==================== design 1
design_1/gate_families.png
Drawn at 4 px/µm.
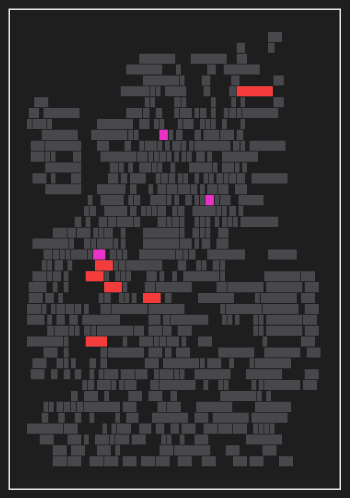

File: config.mk
export PLATFORM = sky130hd
export DESIGN_NAME = mode_arbiter
export DESIGN_NICKNAME = d
export VERILOG_FILES = /design/src/rtl/mode_arbiter.sv
export SDC_FILE = /design/constraint.sdc
export NUM_CORES = 1
export LEC_CHECK = 0
export ABC_AREA = 1
export CAP_MARGIN = 20
export CORE_ASPECT_RATIO = 1.5
export CORE_MARGIN = 4
export CORE_UTILIZATION = 35
export CTS_CLUSTER_DIAMETER = 40
export DETAILED_ROUTE_END_ITERATION = 7
export GPL_TIMING_DRIVEN = 0
export PLACE_DENSITY = 0.68
export SLEW_MARGIN = 10
export SYNTH_ARGS = -nofsm -noshare
export SYNTH_HDL_FRONTEND = slang
export SYNTH_SLANG_ARGS = --single-unit
File: constraint.sdc
create_clock -name clk -period 1.7 [get_ports clk]
set_input_delay 0.17 -clock clk [delete_from_list [all_inputs] [get_ports clk]]
set_output_delay 0.17 -clock clk [all_outputs]
set_load 0.01 [all_outputs]
File: src/rtl/mode_arbiter.sv
// mode_arbiter: debounced, frame-aligned mode switching, button routing and LCD character mux
// Ports: clk, rst (async active-low), en_1hz strobe, dip_sw mode request, sw_in button levels,
//   index_char LCD index, data_mode0..3 per-mode characters, alarm_req alarm level;
//   data_char registered LCD character, data_sw0..3 per-mode press pulses, mode, alarm_active.
// Optional macro MODE_ARB_ALARM_PREEMPT_EN adds alarm pre-emption of the display.
module mode_arbiter #(
  parameter int DEB_CYCLES = 16,
  parameter int ALARM_SEC = 30
) (
  input  logic       clk,
  input  logic       rst,
  input  logic       en_1hz,
  input  logic [3:0] dip_sw,
  input  logic [3:0] sw_in,
  input  logic [4:0] index_char,
  input  logic [7:0] data_mode0,
  input  logic [7:0] data_mode1,
  input  logic [7:0] data_mode2,
  input  logic [7:0] data_mode3,
  input  logic       alarm_req,
  output logic [7:0] data_char,
  output logic [3:0] data_sw0,
  output logic [3:0] data_sw1,
  output logic [3:0] data_sw2,
  output logic [3:0] data_sw3,
  output logic [1:0] mode,
  output logic       alarm_active
);
  localparam logic [1:0] RUN = 2'd0, SETTLE = 2'd1, WAIT_FRAME = 2'd2, ALARM = 2'd3;
  localparam logic [15:0] DEB_MAX = 16'(DEB_CYCLES - 1);
  logic [1:0] state, cand, dec;
  logic [15:0] cnt;
  logic [3:0] sw_prev, sw_edge;
  logic [4:0] idx_prev;
  logic [7:0] disp;
  logic frame, route, alarm_edge, alarm_exit;
  assign dec = dip_sw == 4'b0001 ? 2'd1 : dip_sw == 4'b0010 ? 2'd2 : dip_sw == 4'b0100 ? 2'd3 : 2'd0;
  assign sw_edge = sw_in & ~sw_prev;
  assign frame = idx_prev == 5'd31 && index_char == 5'd0;
  // presses are swallowed while the alarm owns the display, including the entry cycle
  assign route = state != ALARM && !alarm_edge;
  assign disp = state == ALARM ? data_mode3 :
                mode == 2'd0 ? data_mode0 :
                mode == 2'd1 ? data_mode1 :
                mode == 2'd2 ? data_mode2 : data_mode3;
`ifdef MODE_ARB_ALARM_PREEMPT_EN
  logic alarm_prev;
  logic [7:0] sec;
  assign alarm_edge = alarm_req & ~alarm_prev;
  assign alarm_exit = state == ALARM && (sec == 8'd0 || |sw_edge);
  always_ff @(posedge clk or negedge rst)
    if (!rst) begin
      alarm_prev <= 1'b0;
      sec <= 8'd0;
      alarm_active <= 1'b0;
    end else begin
      alarm_prev <= alarm_req;
      if (alarm_edge) begin
        sec <= 8'(ALARM_SEC);
        alarm_active <= 1'b1;
      end else if (alarm_exit) alarm_active <= 1'b0;
      else if (state == ALARM && en_1hz) sec <= sec - 8'd1;
    end
`else
  logic unused_alarm;
  assign unused_alarm = ^{alarm_req, en_1hz};
  assign alarm_edge = 1'b0;
  assign alarm_exit = 1'b0;
  assign alarm_active = 1'b0;
`endif
  always_ff @(posedge clk or negedge rst)
    if (!rst) begin
      state <= RUN;
      mode <= 2'd0;
      cand <= 2'd0;
      cnt <= 16'd0;
      sw_prev <= 4'd0;
      idx_prev <= 5'd0;
      data_char <= 8'h20;
      data_sw0 <= 4'd0;
      data_sw1 <= 4'd0;
      data_sw2 <= 4'd0;
      data_sw3 <= 4'd0;
    end else begin
      sw_prev <= sw_in;
      idx_prev <= index_char;
      data_char <= disp;
      data_sw0 <= route && mode == 2'd0 ? sw_edge : 4'd0;
      data_sw1 <= route && mode == 2'd1 ? sw_edge : 4'd0;
      data_sw2 <= route && mode == 2'd2 ? sw_edge : 4'd0;
      data_sw3 <= route && mode == 2'd3 ? sw_edge : 4'd0;
      if (alarm_edge) begin
        state <= ALARM;
        mode <= 2'd3;
      end else
        case (state)
          RUN:
            if (dec != mode) begin
              cand <= dec;
              cnt <= 16'd0;
              state <= SETTLE;
            end
          SETTLE:
            if (dec == mode) state <= RUN;
            else if (dec != cand) begin
              cand <= dec;
              cnt <= 16'd0;
            end else if (cnt == DEB_MAX) state <= WAIT_FRAME;
            else cnt <= cnt + 16'd1;
          WAIT_FRAME:
            if (dec == mode) state <= RUN;
            else if (dec != cand) begin
              cand <= dec;
              cnt <= 16'd0;
              state <= SETTLE;
            end else if (frame) begin
              mode <= cand;
              state <= RUN;
            end
          default:
            // dip switches were static during the alarm, so skip the stability filter
            if (alarm_exit) begin
              cand <= dec;
              state <= dec == 2'd3 ? RUN : WAIT_FRAME;
            end
        endcase
    end
endmodule

==================== design 2
`src/rtl/fare_pkg.sv`:
```
// Shared widths, source identifiers and the settlement record layout
// used by the fare settlement block and its record FIFO.
package fare_pkg;

  localparam int COST_W  = 32;
  localparam int SEQ_W   = 16;

  localparam int SRC_SEAT0 = 0;
  localparam int SRC_SEAT1 = 1;
  localparam int SRC_SEAT2 = 2;
  localparam int SRC_SEAT3 = 3;
  localparam int SRC_VIP   = 4;
  localparam int NUM_SRC   = 5;

  typedef struct packed {
    logic [2:0]        src;
    logic [COST_W-1:0] fare;
    logic [SEQ_W-1:0]  seq;
  } settle_rec_t;

  localparam int REC_W = $bits(settle_rec_t);

  // Fixed-priority pick: lowest-numbered set bit wins, 0 when none set.
  function automatic logic [2:0] lowest_set(input logic [NUM_SRC-1:0] v);
    logic [2:0] idx;
    idx = 3'd0;
    for (int i = NUM_SRC - 1; i >= 0; i--) begin
      if (v[i]) idx = 3'(i);
    end
    return idx;
  endfunction

endpackage

```
`src/rtl/settle_fifo.sv`:
```
// Synchronous record FIFO; a push into a full FIFO is accepted when a pop
// happens on the same edge.
module settle_fifo
  import fare_pkg::*;
#(
  parameter int DEPTH = 4
) (
  input  logic             clock,
  input  logic             reset_income,
  input  logic             push,
  input  logic [REC_W-1:0] wr_data,
  input  logic             pop,
  output logic [REC_W-1:0] rd_data,
  output logic             full,
  output logic             empty
);

  localparam int AW = $clog2(DEPTH);

  logic [REC_W-1:0] mem [DEPTH];
  logic [AW:0]      wptr;
  logic [AW:0]      rptr;
  logic             do_push;
  logic             do_pop;

  assign empty   = (wptr == rptr);
  assign full    = (wptr[AW-1:0] == rptr[AW-1:0]) && (wptr[AW] != rptr[AW]);
  assign do_pop  = pop && !empty;
  assign do_push = push && (!full || do_pop);
  assign rd_data = mem[rptr[AW-1:0]];

  always_ff @(posedge clock or posedge reset_income) begin
    if (reset_income) begin
      wptr <= '0;
      rptr <= '0;
    end else begin
      if (do_push) wptr <= wptr + 1'b1;
      if (do_pop)  rptr <= rptr + 1'b1;
    end
  end

  // Storage carries no reset; the head is only observed while non-empty.
  always_ff @(posedge clock) begin
    if (do_push) mem[wptr[AW-1:0]] <= wr_data;
  end

endmodule

```
`src/rtl/fare_settlement.sv`:
```
// Captures each source's fare when its passenger alights, arbitrates pending
// settlements into a record FIFO and hands them out over valid/ready.
module fare_settlement
  import fare_pkg::*;
#(
  parameter int FIFO_DEPTH = 4
) (
  input  logic              clock,
  input  logic              reset_income,
  input  logic              seat_0,
  input  logic              seat_1,
  input  logic              seat_2,
  input  logic              seat_3,
  input  logic              vip_enable,
  input  logic [COST_W-1:0] s0cost,
  input  logic [COST_W-1:0] s1cost,
  input  logic [COST_W-1:0] s2cost,
  input  logic [COST_W-1:0] s3cost,
  input  logic [COST_W-1:0] vip_cost,
  output logic              rec_valid,
  input  logic              rec_ready,
  output logic [2:0]        rec_src,
  output logic [COST_W-1:0] rec_fare,
  output logic [SEQ_W-1:0]  rec_seq,
  output logic [SEQ_W-1:0]  trip_count,
  output logic              overwrite
);

  localparam logic [SEQ_W-1:0] SEQ_ONE = {{(SEQ_W-1){1'b0}}, 1'b1};

  function automatic logic [SEQ_W-1:0] sat_inc(input logic [SEQ_W-1:0] v);
    return (&v) ? v : v + SEQ_ONE;
  endfunction

  logic [NUM_SRC-1:0] occ;
  logic [NUM_SRC-1:0] occ_q;
  logic [NUM_SRC-1:0] alight;
  logic [NUM_SRC-1:0] nonzero;
  logic [NUM_SRC-1:0] event_v;
  logic [NUM_SRC-1:0] pending;
  logic [NUM_SRC-1:0] grant_mask;
  logic [COST_W-1:0]  cost [NUM_SRC];
  logic [COST_W-1:0]  hold [NUM_SRC];
  logic [SEQ_W-1:0]   seq_q;
  logic [2:0]         grant_idx;
  logic               grant_vld;
  logic               fifo_full;
  logic               fifo_empty;
  logic               pop;
  logic               ow_next;
  settle_rec_t        enq_rec;
  settle_rec_t        head;
  logic [REC_W-1:0]   head_bits;

  assign occ = {vip_enable, seat_3, seat_2, seat_1, seat_0};

  always_comb begin
    cost[SRC_SEAT0] = s0cost;
    cost[SRC_SEAT1] = s1cost;
    cost[SRC_SEAT2] = s2cost;
    cost[SRC_SEAT3] = s3cost;
    cost[SRC_VIP]   = vip_cost;
  end

  // Alight = falling occupancy; zero-fare alights never arm a settlement.
  always_comb begin
    nonzero = '0;
    for (int i = 0; i < NUM_SRC; i++) begin
      nonzero[i] = (cost[i] != '0);
    end
  end

  assign alight  = occ_q & ~occ;
  assign event_v = alight & nonzero;

  assign rec_valid = !fifo_empty;
  assign pop       = rec_valid && rec_ready;

  // One grant per cycle; a full FIFO still accepts if its head leaves now.
  assign grant_idx  = lowest_set(pending);
  assign grant_vld  = (|pending) && (!fifo_full || pop);
  assign grant_mask = grant_vld ? (NUM_SRC'(1) << grant_idx) : '0;

  // A granted source delivers its old hold, so a same-edge event is not a loss.
  assign ow_next = |(event_v & pending & ~grant_mask);

  always_comb begin
    enq_rec      = '0;
    enq_rec.src  = grant_idx;
    enq_rec.fare = hold[grant_idx];
    enq_rec.seq  = seq_q;
  end

  always_ff @(posedge clock or posedge reset_income) begin
    if (reset_income) begin
      occ_q      <= '0;
      pending    <= '0;
      seq_q      <= '0;
      trip_count <= '0;
      overwrite  <= 1'b0;
      for (int i = 0; i < NUM_SRC; i++) hold[i] <= '0;
    end else begin
      occ_q     <= occ;
      pending   <= (pending & ~grant_mask) | event_v;
      overwrite <= ow_next;
      for (int i = 0; i < NUM_SRC; i++) begin
        if (event_v[i]) hold[i] <= cost[i];
      end
      if (grant_vld) begin
        seq_q      <= seq_q + SEQ_ONE;
        trip_count <= sat_inc(trip_count);
      end
    end
  end

  settle_fifo #(
    .DEPTH (FIFO_DEPTH)
  ) u_fifo (
    .clock        (clock),
    .reset_income (reset_income),
    .push         (grant_vld),
    .wr_data      (enq_rec),
    .pop          (pop),
    .rd_data      (head_bits),
    .full         (fifo_full),
    .empty        (fifo_empty)
  );

  assign head     = head_bits;
  assign rec_src  = rec_valid ? head.src  : '0;
  assign rec_fare = rec_valid ? head.fare : '0;
  assign rec_seq  = rec_valid ? head.seq  : '0;

endmodule

```
`config.mk`:
```
export PLATFORM = sky130hd
export DESIGN_NAME = fare_settlement
export DESIGN_NICKNAME = d
export VERILOG_FILES = /design/src/rtl/fare_pkg.sv /design/src/rtl/settle_fifo.sv /design/src/rtl/fare_settlement.sv
export SDC_FILE = /design/constraint.sdc
export NUM_CORES = 1
export LEC_CHECK = 0
export ABC_CLOCK_PERIOD_IN_PS = 7210
export CAP_MARGIN = 5
export CORE_ASPECT_RATIO = 1.75
export CORE_UTILIZATION = 50
export CTS_BUF_LIST = sky130_fd_sc_hd__clkbuf_4 sky130_fd_sc_hd__clkbuf_8 sky130_fd_sc_hd__clkbuf_16
export CTS_CLUSTER_DIAMETER = 50
export DETAILED_ROUTE_END_ITERATION = 7
export PLACE_DENSITY = 0.77
export SYNTH_ARGS = -nofsm -noshare
export SYNTH_HDL_FRONTEND = slang
export SYNTH_SLANG_ARGS = --single-unit
```
`constraint.sdc`:
```
create_clock -name clock -period 7.21 [get_ports clock]
set_input_delay 1.442 -clock clock [delete_from_list [all_inputs] [get_ports clock]]
set_output_delay 1.442 -clock clock [all_outputs]
set_load 0.05 [all_outputs]
```
==================== design 3
$ cat src/rtl/ts_sched_pkg.sv
// Shared constants, FSM state type and helpers for the TS source scheduler.
package ts_sched_pkg;

    localparam int unsigned NUM_CH    = 4;
    localparam int unsigned PKT_LEN   = 188;
    localparam logic [7:0]  SYNC_BYTE = 8'h47;

    typedef enum logic [0:0] {
        StLocked,
        StPending
    } state_t;

    // Index of the lowest-numbered set bit; 0 when none are set.
    function automatic logic [1:0] lowest_alive(input logic [NUM_CH-1:0] alive);
        logic [1:0] idx;
        idx = 2'd0;
        for (int i = NUM_CH - 1; i >= 0; i--) begin
            if (alive[i]) begin
                idx = 2'(i);
            end
        end
        return idx;
    endfunction

endpackage

$ cat src/rtl/ts_chan_monitor.sv
// Per-channel TS framing tracker and liveness monitor.
// Exposes the combinational next in_pkt / alive so the scheduler can decide
// a switch in the same cycle the packet boundary is reached.
module ts_chan_monitor
    import ts_sched_pkg::*;
#(
    parameter int unsigned PKT_LEN        = ts_sched_pkg::PKT_LEN,
    parameter int unsigned CNT_W          = 8,
    parameter int unsigned TIMEOUT_CYCLES = 4096,
    parameter int unsigned TO_W           = 13
) (
    input  logic i_clk,
    input  logic i_rst,
    input  logic i_valid,
    input  logic i_sync,
    output logic o_in_pkt_nxt,
    output logic o_alive_nxt,
    output logic o_src_alive,
    output logic o_sync_err
);

    localparam logic [TO_W-1:0]  TO_MAX  = TO_W'(TIMEOUT_CYCLES);
    localparam logic [CNT_W-1:0] CNT_END = CNT_W'(PKT_LEN);

    logic [CNT_W-1:0] r_cnt;
    logic             r_in_pkt;
    logic [TO_W-1:0]  r_to;
    logic             r_alive;
    logic             r_sync_err;

    logic [CNT_W-1:0] w_cnt_d;
    logic [CNT_W-1:0] w_cnt_inc;
    logic             w_in_pkt_d;
    logic [TO_W-1:0]  w_to_d;
    logic             w_alive_d;
    logic             w_sync_err_d;

    assign w_cnt_inc = r_cnt + 1'b1;

    // Next-state for framing counter, packet flag and liveness timer.
    always_comb begin
        w_cnt_d      = r_cnt;
        w_in_pkt_d   = r_in_pkt;
        w_to_d       = r_to;
        w_alive_d    = r_alive;
        w_sync_err_d = 1'b0;
        if (i_valid && i_sync) begin
            w_cnt_d      = CNT_W'(1);
            w_in_pkt_d   = 1'b1;
            w_sync_err_d = r_in_pkt;
            w_to_d       = '0;
            w_alive_d    = 1'b1;
        end else begin
            if (i_valid && r_in_pkt) begin
                if (w_cnt_inc == CNT_END) begin
                    w_cnt_d    = '0;
                    w_in_pkt_d = 1'b0;
                end else begin
                    w_cnt_d = w_cnt_inc;
                end
            end
            if (r_to != TO_MAX) begin
                w_to_d = r_to + 1'b1;
            end
            // A dead channel also drops any half-tracked packet.
            if (w_to_d == TO_MAX) begin
                w_alive_d  = 1'b0;
                w_in_pkt_d = 1'b0;
                w_cnt_d    = '0;
            end
        end
    end

    // State registers with synchronous reset.
    always_ff @(posedge i_clk) begin
        if (i_rst) begin
            r_cnt      <= '0;
            r_in_pkt   <= 1'b0;
            r_to       <= '0;
            r_alive    <= 1'b0;
            r_sync_err <= 1'b0;
        end else begin
            r_cnt      <= w_cnt_d;
            r_in_pkt   <= w_in_pkt_d;
            r_to       <= w_to_d;
            r_alive    <= w_alive_d;
            r_sync_err <= w_sync_err_d;
        end
    end

    assign o_in_pkt_nxt = w_in_pkt_d;
    assign o_alive_nxt  = w_alive_d;
    assign o_src_alive  = r_alive;
    assign o_sync_err   = r_sync_err;

endmodule

$ cat src/rtl/ts_source_scheduler.sv
// Packet-aligned source selector for the 4-channel TS mux.
// A switch commits only when both the current and target channels sit
// between packets, so the downstream FIFO never sees a torn packet.
// Optional build macro AUTO_FAILOVER_EN: when the selected channel dies,
// an internal request retargets the lowest-index live channel.
module ts_source_scheduler
    import ts_sched_pkg::*;
#(
    parameter int unsigned PKT_LEN        = ts_sched_pkg::PKT_LEN,
    parameter int unsigned CNT_W          = 8,
    parameter int unsigned TIMEOUT_CYCLES = 4096,
    parameter int unsigned TO_W           = 13
) (
    input  logic              wclk,
    input  logic              rst,
    input  logic [NUM_CH-1:0] valid_in,
    input  logic [NUM_CH-1:0] sync_in,
    input  logic              req_valid,
    input  logic [1:0]        req_sel,
    output logic              req_ready,
    output logic              req_err,
    output logic              switch_done,
    output logic [1:0]        mux_ctrl,
    output logic [NUM_CH-1:0] src_alive,
    output logic [NUM_CH-1:0] sync_err
);

    logic [NUM_CH-1:0] w_in_pkt_nxt;
    logic [NUM_CH-1:0] w_alive_nxt;

    for (genvar gi = 0; gi < NUM_CH; gi++) begin : g_chan
        ts_chan_monitor #(
            .PKT_LEN       (PKT_LEN),
            .CNT_W         (CNT_W),
            .TIMEOUT_CYCLES(TIMEOUT_CYCLES),
            .TO_W          (TO_W)
        ) u_mon (
            .i_clk       (wclk),
            .i_rst       (rst),
            .i_valid     (valid_in[gi]),
            .i_sync      (sync_in[gi]),
            .o_in_pkt_nxt(w_in_pkt_nxt[gi]),
            .o_alive_nxt (w_alive_nxt[gi]),
            .o_src_alive (src_alive[gi]),
            .o_sync_err  (sync_err[gi])
        );
    end

    state_t     r_state;
    logic [1:0] r_mux;
    logic [1:0] r_target;
    logic       r_req_ready;
    logic       r_req_err;
    logic       r_switch_done;

    logic       w_auto_req;
    logic [1:0] w_auto_sel;
    logic       w_commit;
    logic       w_abort;

`ifdef AUTO_FAILOVER_EN
    assign w_auto_req = (r_state == StLocked) && !src_alive[r_mux] && (|src_alive);
    assign w_auto_sel = lowest_alive(src_alive);
`else
    assign w_auto_req = 1'b0;
    assign w_auto_sel = 2'd0;
`endif

    // Current side may also be dead; target must land exactly between packets.
    assign w_commit = (!w_in_pkt_nxt[r_mux] || !src_alive[r_mux]) && !w_in_pkt_nxt[r_target];
    // Evaluated on next-liveness so a same-cycle death beats a commit.
    assign w_abort  = !w_alive_nxt[r_target];

    // Request FSM with registered mux select and status pulses.
    always_ff @(posedge wclk) begin
        if (rst) begin
            r_state       <= StLocked;
            r_mux         <= 2'd0;
            r_target      <= 2'd0;
            r_req_ready   <= 1'b1;
            r_req_err     <= 1'b0;
            r_switch_done <= 1'b0;
        end else begin
            r_req_err     <= 1'b0;
            r_switch_done <= 1'b0;
            case (r_state)
                StLocked: begin
                    if (w_auto_req) begin
                        r_target    <= w_auto_sel;
                        r_state     <= StPending;
                        r_req_ready <= 1'b0;
                    end else if (req_valid) begin
                        if (req_sel == r_mux) begin
                            r_switch_done <= 1'b1;
                        end else if (!src_alive[req_sel]) begin
                            r_req_err <= 1'b1;
                        end else begin
                            r_target    <= req_sel;
                            r_state     <= StPending;
                            r_req_ready <= 1'b0;
                        end
                    end
                end
                StPending: begin
                    if (w_abort) begin
                        r_req_err   <= 1'b1;
                        r_state     <= StLocked;
                        r_req_ready <= 1'b1;
                    end else if (w_commit) begin
                        r_mux         <= r_target;
                        r_switch_done <= 1'b1;
                        r_state       <= StLocked;
                        r_req_ready   <= 1'b1;
                    end
                end
                default: begin
                    r_state     <= StLocked;
                    r_req_ready <= 1'b1;
                end
            endcase
        end
    end

    assign req_ready   = r_req_ready & ~w_auto_req;
    assign req_err     = r_req_err;
    assign switch_done = r_switch_done;
    assign mux_ctrl    = r_mux;

endmodule

$ cat config.mk
export PLATFORM = sky130hd
export DESIGN_NAME = ts_source_scheduler
export DESIGN_NICKNAME = d
export VERILOG_FILES = /design/src/rtl/ts_sched_pkg.sv /design/src/rtl/ts_chan_monitor.sv /design/src/rtl/ts_source_scheduler.sv
export SDC_FILE = /design/constraint.sdc
export NUM_CORES = 1
export LEC_CHECK = 0
export CORE_ASPECT_RATIO = 1.2
export CORE_MARGIN = 2
export CORE_UTILIZATION = 40
export DETAILED_ROUTE_END_ITERATION = 16
export PLACE_DENSITY = 0.66
export SLEW_MARGIN = 20
export SYNTH_ARGS = -nofsm -noshare
export SYNTH_HDL_FRONTEND = slang
export SYNTH_SLANG_ARGS = --single-unit
$ cat constraint.sdc
create_clock -name wclk -period 4.85 [get_ports wclk]
set_clock_uncertainty 0.05 [all_clocks]
set_input_delay 0.97 -clock wclk [delete_from_list [all_inputs] [get_ports wclk]]
set_output_delay 0.97 -clock wclk [all_outputs]
set_load 0.01 [all_outputs]
==================== design 4
--- config.mk ---
export PLATFORM = sky130hd
export DESIGN_NAME = cpu_sequencer_ext
export DESIGN_NICKNAME = d
export VERILOG_FILES = /design/src/rtl/cpu_sequencer_ext_pkg.sv /design/src/rtl/cpu_sequencer_ext_wait_timer.sv /design/src/rtl/cpu_sequencer_ext.sv
export SDC_FILE = /design/constraint.sdc
export NUM_CORES = 1
export LEC_CHECK = 0
export CAP_MARGIN = 20
export CORE_UTILIZATION = 50
export CTS_BUF_LIST = sky130_fd_sc_hd__clkbuf_4
export DETAILED_ROUTE_END_ITERATION = 10
export PLACE_DENSITY = 0.74
export SETUP_SLACK_MARGIN = 0.05
export SLEW_MARGIN = 40
export SYNTH_ARGS = -nofsm -noshare
export SYNTH_HDL_FRONTEND = slang
export SYNTH_SLANG_ARGS = --single-unit
--- constraint.sdc ---
create_clock -name clk_in -period 2.9 [get_ports clk_in]
set_input_delay 0.29 -clock clk_in [delete_from_list [all_inputs] [get_ports clk_in]]
set_output_delay 0.29 -clock clk_in [all_outputs]
set_load 0.02 [all_outputs]
--- src/rtl/cpu_sequencer_ext_pkg.sv ---
// Shared types and encodings for the extended CPU control sequencer.
package seq_pkg;

    typedef enum logic [3:0] {
        S_FETCH          = 4'd0,
        S_FETCH_WAIT     = 4'd1,
        S_DECODE         = 4'd2,
        S_LOAD_MEM       = 4'd3,
        S_LOAD_MEM_WAIT  = 4'd4,
        S_STORE_MEM      = 4'd5,
        S_STORE_MEM_WAIT = 4'd6,
        S_ALU_EXEC       = 4'd7,
        S_UPDATE_PC      = 4'd8,
        S_IRQ_ENTRY      = 4'd9,
        S_HALT           = 4'd10,
        S_FAULT          = 4'd11
    } seq_state_t;

    localparam logic [1:0] INST_F = 2'b00;
    localparam logic [1:0] INST_J = 2'b01;
    localparam logic [1:0] INST_R = 2'b10;
    localparam logic [1:0] INST_I = 2'b11;

    localparam logic [1:0] IMM_LD  = 2'b00;
    localparam logic [1:0] IMM_ST  = 2'b01;
    localparam logic [1:0] IMM_LDI = 2'b10;

    localparam logic [1:0] FAULT_NONE      = 2'b00;
    localparam logic [1:0] FAULT_FETCH_TO  = 2'b01;
    localparam logic [1:0] FAULT_LOAD_TO   = 2'b10;
    localparam logic [1:0] FAULT_STORE_ILL = 2'b11;

    // States whose dwell time is measured by the shared timer.
    function automatic logic is_timed(input seq_state_t s);
        return (s == S_FETCH_WAIT) || (s == S_LOAD_MEM_WAIT) ||
               (s == S_STORE_MEM_WAIT) || (s == S_ALU_EXEC);
    endfunction

endpackage

--- src/rtl/cpu_sequencer_ext_wait_timer.sv ---
// Loadable down-counter; expire_o is high while the count sits at zero.
module seq_wait_timer #(
    parameter int W = 6
) (
    input  logic         clk_i,
    input  logic         reset_n_i,
    input  logic         load_i,
    input  logic [W-1:0] load_val_i,
    output logic         expire_o
);

    logic [W-1:0] cnt_q;

    always_ff @(posedge clk_i) begin
        if (!reset_n_i) begin
            cnt_q <= '0;
        end else if (load_i) begin
            cnt_q <= load_val_i;
        end else if (cnt_q != '0) begin
            cnt_q <= cnt_q - 1'b1;
        end
    end

    assign expire_o = (cnt_q == '0);

endmodule

--- src/rtl/cpu_sequencer_ext.sv ---
// Multi-cycle fetch/decode/execute sequencer with wait timeout, multi-cycle ALU,
// interrupt entry, debug halt/step and a retired-instruction counter.
module cpu_sequencer_ext
    import seq_pkg::*;
#(
    parameter int WAIT_TIMEOUT = 64,
    parameter int ALU_LAT      = 1,
    parameter int IRQ_EN       = 1,
    parameter int CNT_W        = 16
) (
    input  logic             clk_in,
    input  logic             reset_n_in,
    input  logic             mem_busy_in,
    input  logic             inst_fetch_done_in,
    input  logic             data_read_done_in,
    input  logic [1:0]       inst_type_in,
    input  logic [1:0]       imm_type_in,
    input  logic             irq_in,
    input  logic             halt_req_in,
    input  logic             step_in,
    input  logic             fault_clear_in,
    output logic [3:0]       seq_state_out,
    output logic             retire_out,
    output logic             halted_out,
    output logic             fault_out,
    output logic [1:0]       fault_code_out,
    output logic [CNT_W-1:0] retire_count_out
);

    localparam int  TMAX  = (WAIT_TIMEOUT > ALU_LAT) ? WAIT_TIMEOUT : ALU_LAT;
    localparam int  TW    = (TMAX > 1) ? $clog2(TMAX) : 1;
    localparam bit  TO_EN = (WAIT_TIMEOUT != 0);
    localparam logic [TW-1:0] WAIT_LD = TW'((WAIT_TIMEOUT > 0) ? WAIT_TIMEOUT - 1 : 0);
    localparam logic [TW-1:0] ALU_LD  = TW'((ALU_LAT > 0) ? ALU_LAT - 1 : 0);

    seq_state_t       state_q, state_d;
    logic [1:0]       fcode_q, fcode_d;
    logic [CNT_W-1:0] rcnt_q;
    logic             tmr_load, tmr_exp;
    logic [TW-1:0]    tmr_val;

    // Timer restarts only on entry, so a self-looping wait keeps counting down.
    assign tmr_load = is_timed(state_d) && (state_d != state_q);
    assign tmr_val  = (state_d == S_ALU_EXEC) ? ALU_LD : WAIT_LD;

    seq_wait_timer #(.W(TW)) u_timer (
        .clk_i      (clk_in),
        .reset_n_i  (reset_n_in),
        .load_i     (tmr_load),
        .load_val_i (tmr_val),
        .expire_o   (tmr_exp)
    );

    always_comb begin
        state_d = state_q;
        fcode_d = fcode_q;
        case (state_q)
            S_FETCH: state_d = S_FETCH_WAIT;
            S_FETCH_WAIT: begin
                if (inst_fetch_done_in) begin
                    state_d = S_DECODE;
                end else if (TO_EN && tmr_exp) begin
                    state_d = S_FAULT;
                    fcode_d = FAULT_FETCH_TO;
                end
            end
            S_DECODE: begin
                case (inst_type_in)
                    INST_F, INST_J: state_d = S_UPDATE_PC;
                    INST_R:         state_d = S_ALU_EXEC;
                    default: begin
                        case (imm_type_in)
                            IMM_LD:  state_d = S_LOAD_MEM;
                            IMM_ST:  state_d = S_STORE_MEM;
                            IMM_LDI: state_d = S_UPDATE_PC;
                            default: begin
                                state_d = S_FAULT;
                                fcode_d = FAULT_STORE_ILL;
                            end
                        endcase
                    end
                endcase
            end
            S_LOAD_MEM: state_d = S_LOAD_MEM_WAIT;
            S_LOAD_MEM_WAIT: begin
                if (data_read_done_in) begin
                    state_d = S_UPDATE_PC;
                end else if (TO_EN && tmr_exp) begin
                    state_d = S_FAULT;
                    fcode_d = FAULT_LOAD_TO;
                end
            end
            S_STORE_MEM: state_d = S_STORE_MEM_WAIT;
            S_STORE_MEM_WAIT: begin
                if (!mem_busy_in) begin
                    state_d = S_UPDATE_PC;
                end else if (TO_EN && tmr_exp) begin
                    state_d = S_FAULT;
                    fcode_d = FAULT_STORE_ILL;
                end
            end
            S_ALU_EXEC: if (tmr_exp) state_d = S_UPDATE_PC;
            S_UPDATE_PC: begin
                if ((IRQ_EN != 0) && irq_in) state_d = S_IRQ_ENTRY;
                else if (halt_req_in)        state_d = S_HALT;
                else                         state_d = S_FETCH;
            end
            S_IRQ_ENTRY: state_d = S_FETCH;
            S_HALT: if (!halt_req_in || step_in) state_d = S_FETCH;
            S_FAULT: begin
                if (fault_clear_in) begin
                    state_d = S_FETCH;
                    fcode_d = FAULT_NONE;
                end
            end
            default: begin
                state_d = S_FETCH;
                fcode_d = FAULT_NONE;
            end
        endcase
    end

    always_ff @(posedge clk_in) begin
        if (!reset_n_in) begin
            state_q <= S_FETCH;
            fcode_q <= FAULT_NONE;
            rcnt_q  <= '0;
        end else begin
            state_q <= state_d;
            fcode_q <= fcode_d;
            if (state_q == S_UPDATE_PC) rcnt_q <= rcnt_q + 1'b1;
        end
    end

    assign seq_state_out    = state_q;
    assign retire_out       = (state_q == S_UPDATE_PC);
    assign halted_out       = (state_q == S_HALT);
    assign fault_out        = (state_q == S_FAULT);
    assign fault_code_out   = fcode_q;
    assign retire_count_out = rcnt_q;

endmodule
design_2/port_nets.png
Drawn at 1.5 px/µm.
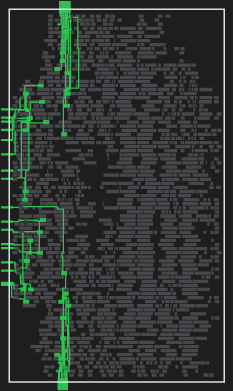
| colour | port | direction | end cells | buffers | wire |
|---|---|---|---|---|---|
| green | `s0cost` | input | 40 | 32 | 1,350 µm |

design_2/final_placement.png
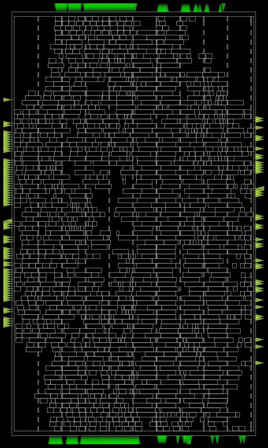
CORE AREA: 33,900 µm²
flop share of the area: 53.2%

==> impl_metrics.py, design 2 <==
# Auto-generated metrics
metrics = {
    "logic_synthesis": {
        "yosysWarnings": 0,
        "synth.largest_area_cell": "edfxtp_1",
        "synthCells": 1065,
        "edf_count": 204,
        "async_reset_ff_share_pct": 50.6,
        "ys_seq_share_pct": 66.0,
        "yosysUniqueCellTypes": 38,
    },
    "final_layout": {
        "largest_reg_flops": 204,
        "n_all_buffers": 253,
        "design.seq.count": 413,
        "comb_area_share_pct": 26.4,
        "clkCellAreaFrac_pct": 5.92,
        "areaGrowthSynthToFinish_pct": 24.1,
        "inverters": 9,
        "nets": 1476,
    },
    "worst_setup_path": {
        "critPathRequiredTime_ns": 5.77,
        "cp-start-kind": "flip-flop",
        "cp_common_cell": "buf_4",
    },
    "clock_network": {
        "clk_pin_slew_ns": 0.07,
        "numCtsBuffers": 37,
        "cts_max_level": 2,
        "clock-root-buffer": "clkbuf_16",
        "cts.sinks": 413,
    },
    "power": {
        "power_leakage_nw": 7.96,
    },
    "hold_path": {
        "min_from": "u_fifo.wptr[2]",
    },
    "grt": {
        "grt.met1_usage_pct": 26.3,
    },
    "floorplan": {
        "chip_area_um2": 35200,
    },
    "detailed_routing": {
        "routed.top_layer": "met4",
        "wl_met3_um": 1620,
        "wirelength_met1_um": 14500,
        "via_per_inst": 5.70,
    },
    "place": {
        "port-buffer-count": 236,
    },
    "run_status": {
        "status": "finished clean",
    },
    "timing": {
        "holdWs_ns": 0.497,
        "finalHoldViolations": 0,
    },
}
[design 2: per-stage QoR]
stage | utilization [%] | std cells | power [W]
floorplan | - | 1065 | 0.00678
global placement | 59.4 | 1717 | 0.00813
detailed placement | 59.4 | 1717 | 0.00823
CTS | 63.1 | 1785 | 0.0103
global route | 63.1 | 1787 | 0.0106
finish | 63.1 | 1787 | 0.0102
[design 2: power by group]
group	internal [W]	total [W]	switching [W]
clock	0.00118	0.00202	0.000845
combinational	0.00163	0.00435	0.00271
sequential	0.00351	0.00380	0.000297
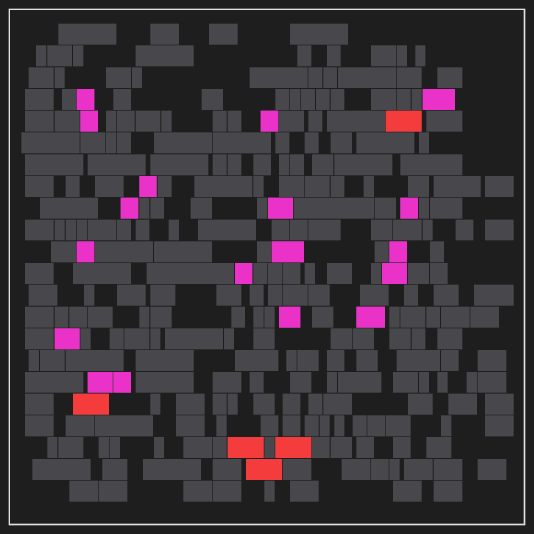
design_4/gate_families.png
Drawn at 8 px/µm.
| colour | family | cells |
|---|---|---|
| red | adder and majority cells | 5 |
| magenta | AND and OR gates | 18 |
non-filler instance count after layout: 320
commonest non-fill, non-tap cell in the layout: clkdlybuf4s50_1
combinational share of cell area: 53.4%

==> impl_metrics.py, design 4 <==
# Auto-generated metrics
metrics = {
    "run_status": {
        "status": "finished clean",
    },
    "final_layout": {
        "nFillCells": 321,
        "diodes": 0,
        "clkCellAreaFrac_pct": 2.18,
        "final_layout_size_suffix_gt1_share_pct": 10.3,
        "largest_class": "combinational gates",
        "areaGrowthSynthToFinish_pct": 24.4,
    },
    "worst_setup_path": {
        "crit_end": "retire_out",
        "crit_type": "flip-flop to output pin",
        "end_kind": "output pin",
        "reg2reg_slack_ns": 0.37,
        "slowest_stage": "dfxtp_1",
        "cp_top_family": "flip-flops",
        "startpoint": "seq_state_out[3]",
        "cp_max_fo": 15,
    },
    "grt": {
        "grt.met1_usage_pct": 29.8,
    },
    "clock_network": {
        "cts.sinks": 28,
        "post_cts_resized": 0,
        "clock-root-buffer": "clkbuf_4",
    },
    "floorplan": {
        "chipHeight_um": 64.2,
        "fp.dieW_um": 64.2,
        "num_io_pins": 38,
        "fp_util_pct": 52.5,
    },
    "logic_synthesis": {
        "ys_seq_share_pct": 29.0,
        "flop_cell": "dfxtp_1",
        "async_reset_ff_share_pct": 0,
        "synth_flops": 28,
    },
    "hold_path": {
        "min_to": "fault_code_out[1]",
        "hold_depth": 2,
    },
    "detailed_routing": {
        "dr.pass1.iters": 4,
        "via_per_inst": 5.71,
        "drt-initial-drc-count": 149,
    },
    "timing": {
        "holdWs_ns": 0.507,
        "max_freq_ghz": 0.384,
        "rsz0062_at_grt": "false",
    },
    "power": {
        "powerDensity_nw_per_um2": 732,
    },
    "run": {
        "maxCapViolCount": 0,
    },
}
## design 4: sequential cells by signal, summed over array words and instances (netlist names)
register	flops
seq_state_out	4
retire_count_out	16
fault_code_out	2
u_timer.cnt_q	6
## design 4: cell families after synthesis
logic type / after synthesis / share of synthesized area [%]
xor gates and xnor gates: 19 / 8.60
adders and majority gates: 5 / 3.23
buffers and inverters: 17 / 4.59
AOI/OAI and AO/OA: 61 / 22.4
and+or+nand+nor: 101 / 30.7
muxes: 3 / 1.55
DFF: 28 / 29.0
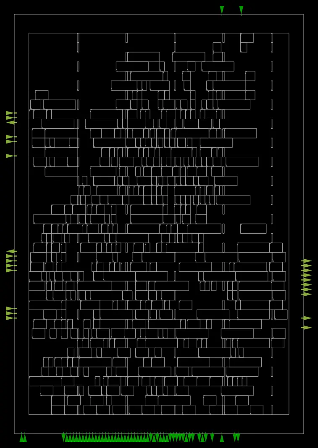
design_1/final_placement.png
fin util: 52.8%
flop share of the area: 32.5%
fill count: 749
flip-flops: 55

design_1/drive_strength.png
Drawn at 4 px/µm.
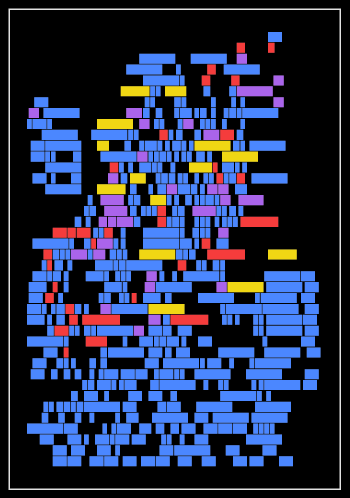
| colour | size | cells | share | most used |
|---|---|---|---|---|
| purple | drive 3 to 4 | 32 | 6.7% | buf_4 |
| yellow | drive 6 and up | 14 | 2.9% | clkbuf_16 |
| blue | drive 1 or less | 396 | 83% | nand2_1 |
| red | drive 2 | 34 | 7.1% | nand2_2 |
post-route design area: 4260 µm²
synthesis-to-layout area growth: 46.4%
nonclk buf count: 99

Notes on design_1/gate_families.png above:
| colour | family | cells |
|---|---|---|
| red | adder and majority cells | 6 |
| magenta | AND and OR gates | 3 |
commonest non-fill, non-tap cell in the layout: nand2_1
non-filler instance count after layout: 581
combinational share of cell area: 33.4%

==> impl_metrics.py, design 1 <==
# Auto-generated metrics
metrics = {
    "worst_setup_path": {
        "reg2reg_slack_ns": 0.02,
        "reg2reg_from": "state[0]",
        "r2r_end": "cnt[2]",
    },
    "final_layout": {
        "clock_buffers": 5,
        "nMultiInputCombCells": 266,
    },
    "hold_path": {
        "hold_depth": 4,
        "min_from": "dip_sw[1]",
        "worstHoldPathType": "input pin to flip-flop",
    },
    "logic_synthesis": {
        "synth.largest_area_cell": "dfrtp_1",
        "flop_cell": "dfrtp_1",
    },
    "timing": {
        "finalClockPeriodUsage_pct": 98.7,
        "rsz0062_at_grt": "true",
        "period_needed_ns": 1.68,
        "timing.final.ws_setup_ns": 0.0229,
    },
    "clock_network": {
        "clockBufferDepth": 2,
        "cts_max_level": 2,
    },
    "power": {
        "combinationalPowerShare_pct": 44.7,
        "p_seq_share_pct": 32.0,
    },
    "grt": {
        "use_met3_pct": 2.33,
        "grt_usage_pct": 15.3,
    },
    "detailed_routing": {
        "dr_total_vias": 2783,
        "wirelength_um": 7540,
    },
    "run_status": {
        "status": "finished clean",
    },
    "place": {
        "place_ws_ns": -0.291,
    },
}
## design 1: repair_timing
action / in CTS / in global routing
endpoints found under the setup margin: 16 / 23
cloned: 0 / 2
buffers inserted: 5 / 11
hold buffers: 1 / 0
gates resized: 6 / 42
pin swaps: 1 / 11
endpoints found under the hold margin: 18 / 0
## design 1: state kept, by name, summed over array words and instances, names as in the netlist
signal     cells
idx_prev       5
mode           2
data_sw1       4
state          2
cand           2
sw_prev        4
data_sw0       4
data_sw2       4
data_char      8
cnt           16
data_sw3       4
design_3/port_nets.png
Drawn at 2 px/µm.
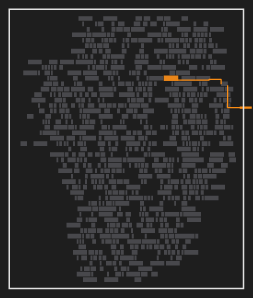
| colour | port | direction | end cells | buffers | wire |
|---|---|---|---|---|---|
| orange | `req_err` | output | 1 | 1 | 42.6 µm |
Buffers on Ports: 25
IO Count: 26

==> impl_metrics.py, design 3 <==
# Auto-generated metrics
metrics = {
    "run_status": {
        "status": "finished clean",
    },
    "floorplan": {
        "fp_util_pct": 40.7,
    },
    "hold_path": {
        "hold_depth": 2,
        "worstHoldPathType": "flip-flop to flip-flop",
    },
    "place": {
        "dpl-instance-area_um2": 6410,
    },
    "final_layout": {
        "clkCellAreaFrac_pct": 4.31,
        "largest_reg_flops": 52,
        "largest_class": "combinational gates",
        "comb_area_um2": 3750,
        "final_cells": 975,
        "final_util_pct": 45.0,
    },
    "timing": {
        "finalHoldViolations": 0,
        "setup_viol_count_final": 0,
        "worst_pin_slew_ns": 0.887,
        "finalMaxSlewViolations": 0,
        "tns_ns": 0,
    },
    "logic_synthesis": {
        "ys_seq_share_pct": 34.3,
        "ys_sh_aoi_pct": 15.3,
    },
    "run": {
        "maxCapViolCount": 0,
    },
    "grt": {
        "grt_pass1_wl_um": 21900,
    },
    "power": {
        "clkPwrFrac_pct": 41.3,
        "p_int_w": 0.00133,
    },
    "clock_network": {
        "clk_pin_slew_ns": 0.07,
    },
    "worst_setup_path": {
        "max_stage_delay_ns": 0.68,
    },
    "detailed_routing": {
        "dr.pass1.iters": 4,
    },
}
## design 3: worst max-delay path by stage
stage / from / slack (ns) / end
after global routing: g_chan[3].u_mon.r_cnt[0] / 1.31 / mux_ctrl[1]
final: g_chan[3].u_mon.r_cnt[0] / 1.74 / mux_ctrl[1]
after CTS: g_chan[3].u_mon.r_cnt[0] / 1.75 / mux_ctrl[0]
after detailed placement: valid_in[0] / 1.60 / req_ready
after floorplan: g_chan[3].u_mon.r_to[0] / 2.21 / mux_ctrl[0]
after global placement: valid_in[0] / 1.61 / req_ready

==> gallery <==
Pin map.
shot_01.png
Drawn at 4 px/µm. Pins as bars across the die edge, other pins in grey.
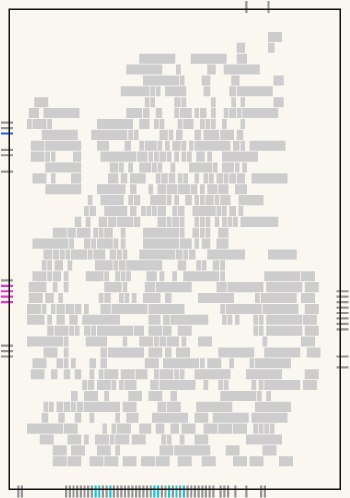
shot_02.png
Drawn at 2 px/µm. Pins as bars across the die edge, other pins in grey.
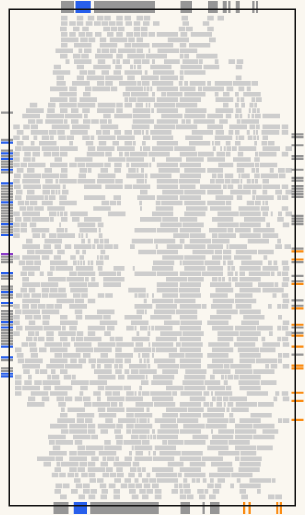
shot_03.png
Drawn at 8 px/µm. Pins as bars across the die edge, other pins in grey.
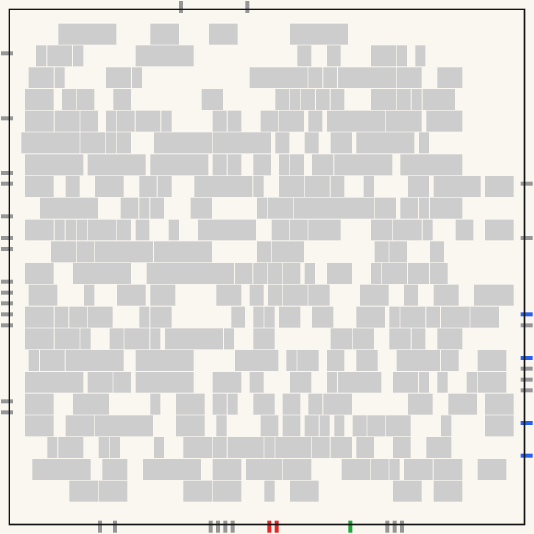
shot_04.png
Drawn at 3 px/µm. Pins as bars across the die edge, other pins in grey.
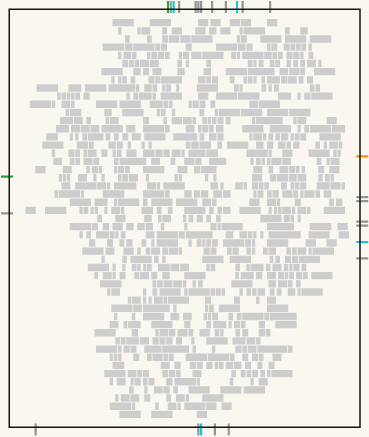
| picture | from |
|---|---|
| shot_02.png | design 2 |
| shot_03.png | design 4 |
| shot_04.png | design 3 |
| shot_01.png | design 1 |

Key to shot_02.png:
| colour | port | pins | direction | edge |
|---|---|---|---|---|
| orange | `rec_seq` | 16 | output | 12 east, 4 south |
| blue | `s0cost` | 32 | input | 17 west, 8 north, 7 south |
| purple | `overwrite` | 1 | output | west |
all pins by edge: 67 south, 66 north, 66 west, 38 east



## Gallery

Drive-strength map.
picture 1
Drawn at 8 px/µm.
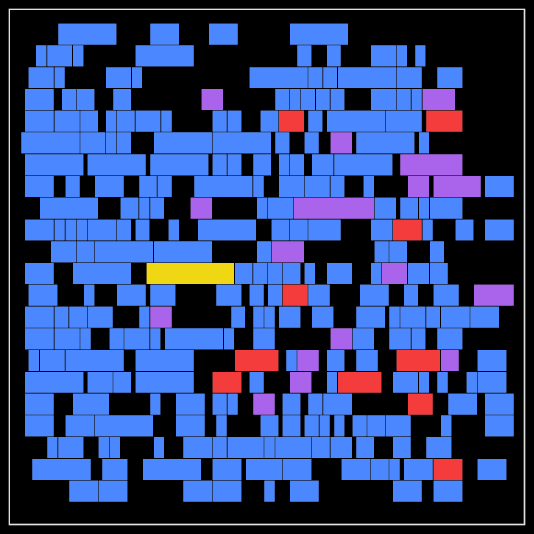
picture 2
Drawn at 3 px/µm.
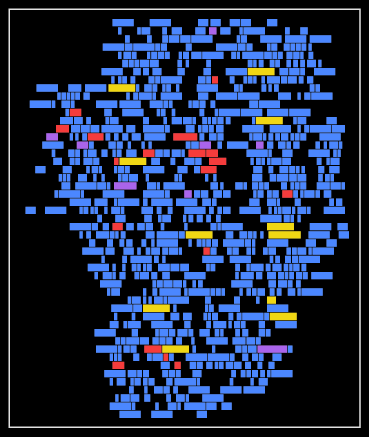
picture 3
Drawn at 2 px/µm.
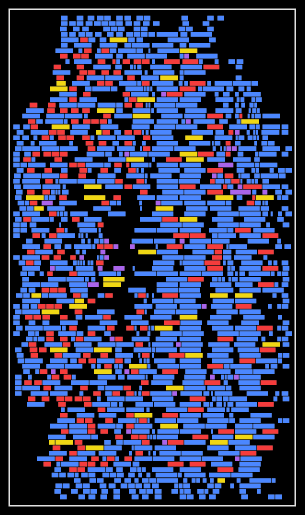
Of these, largest die: picture 3
Of these, most cells: picture 3
design 4 -> picture 1
design 3 -> picture 2
design 2 -> picture 3

Key to picture 2:
| colour | size | cells | share |
|---|---|---|---|
| blue | drive 1 or less | 734 | 95% |
| purple | drive 3 to 4 | 8 | 1.0% |
| yellow | drive 6 and up | 11 | 1.4% |
| red | drive 2 | 18 | 2.3% |

Power is estimated from default activity; no workload was simulated.
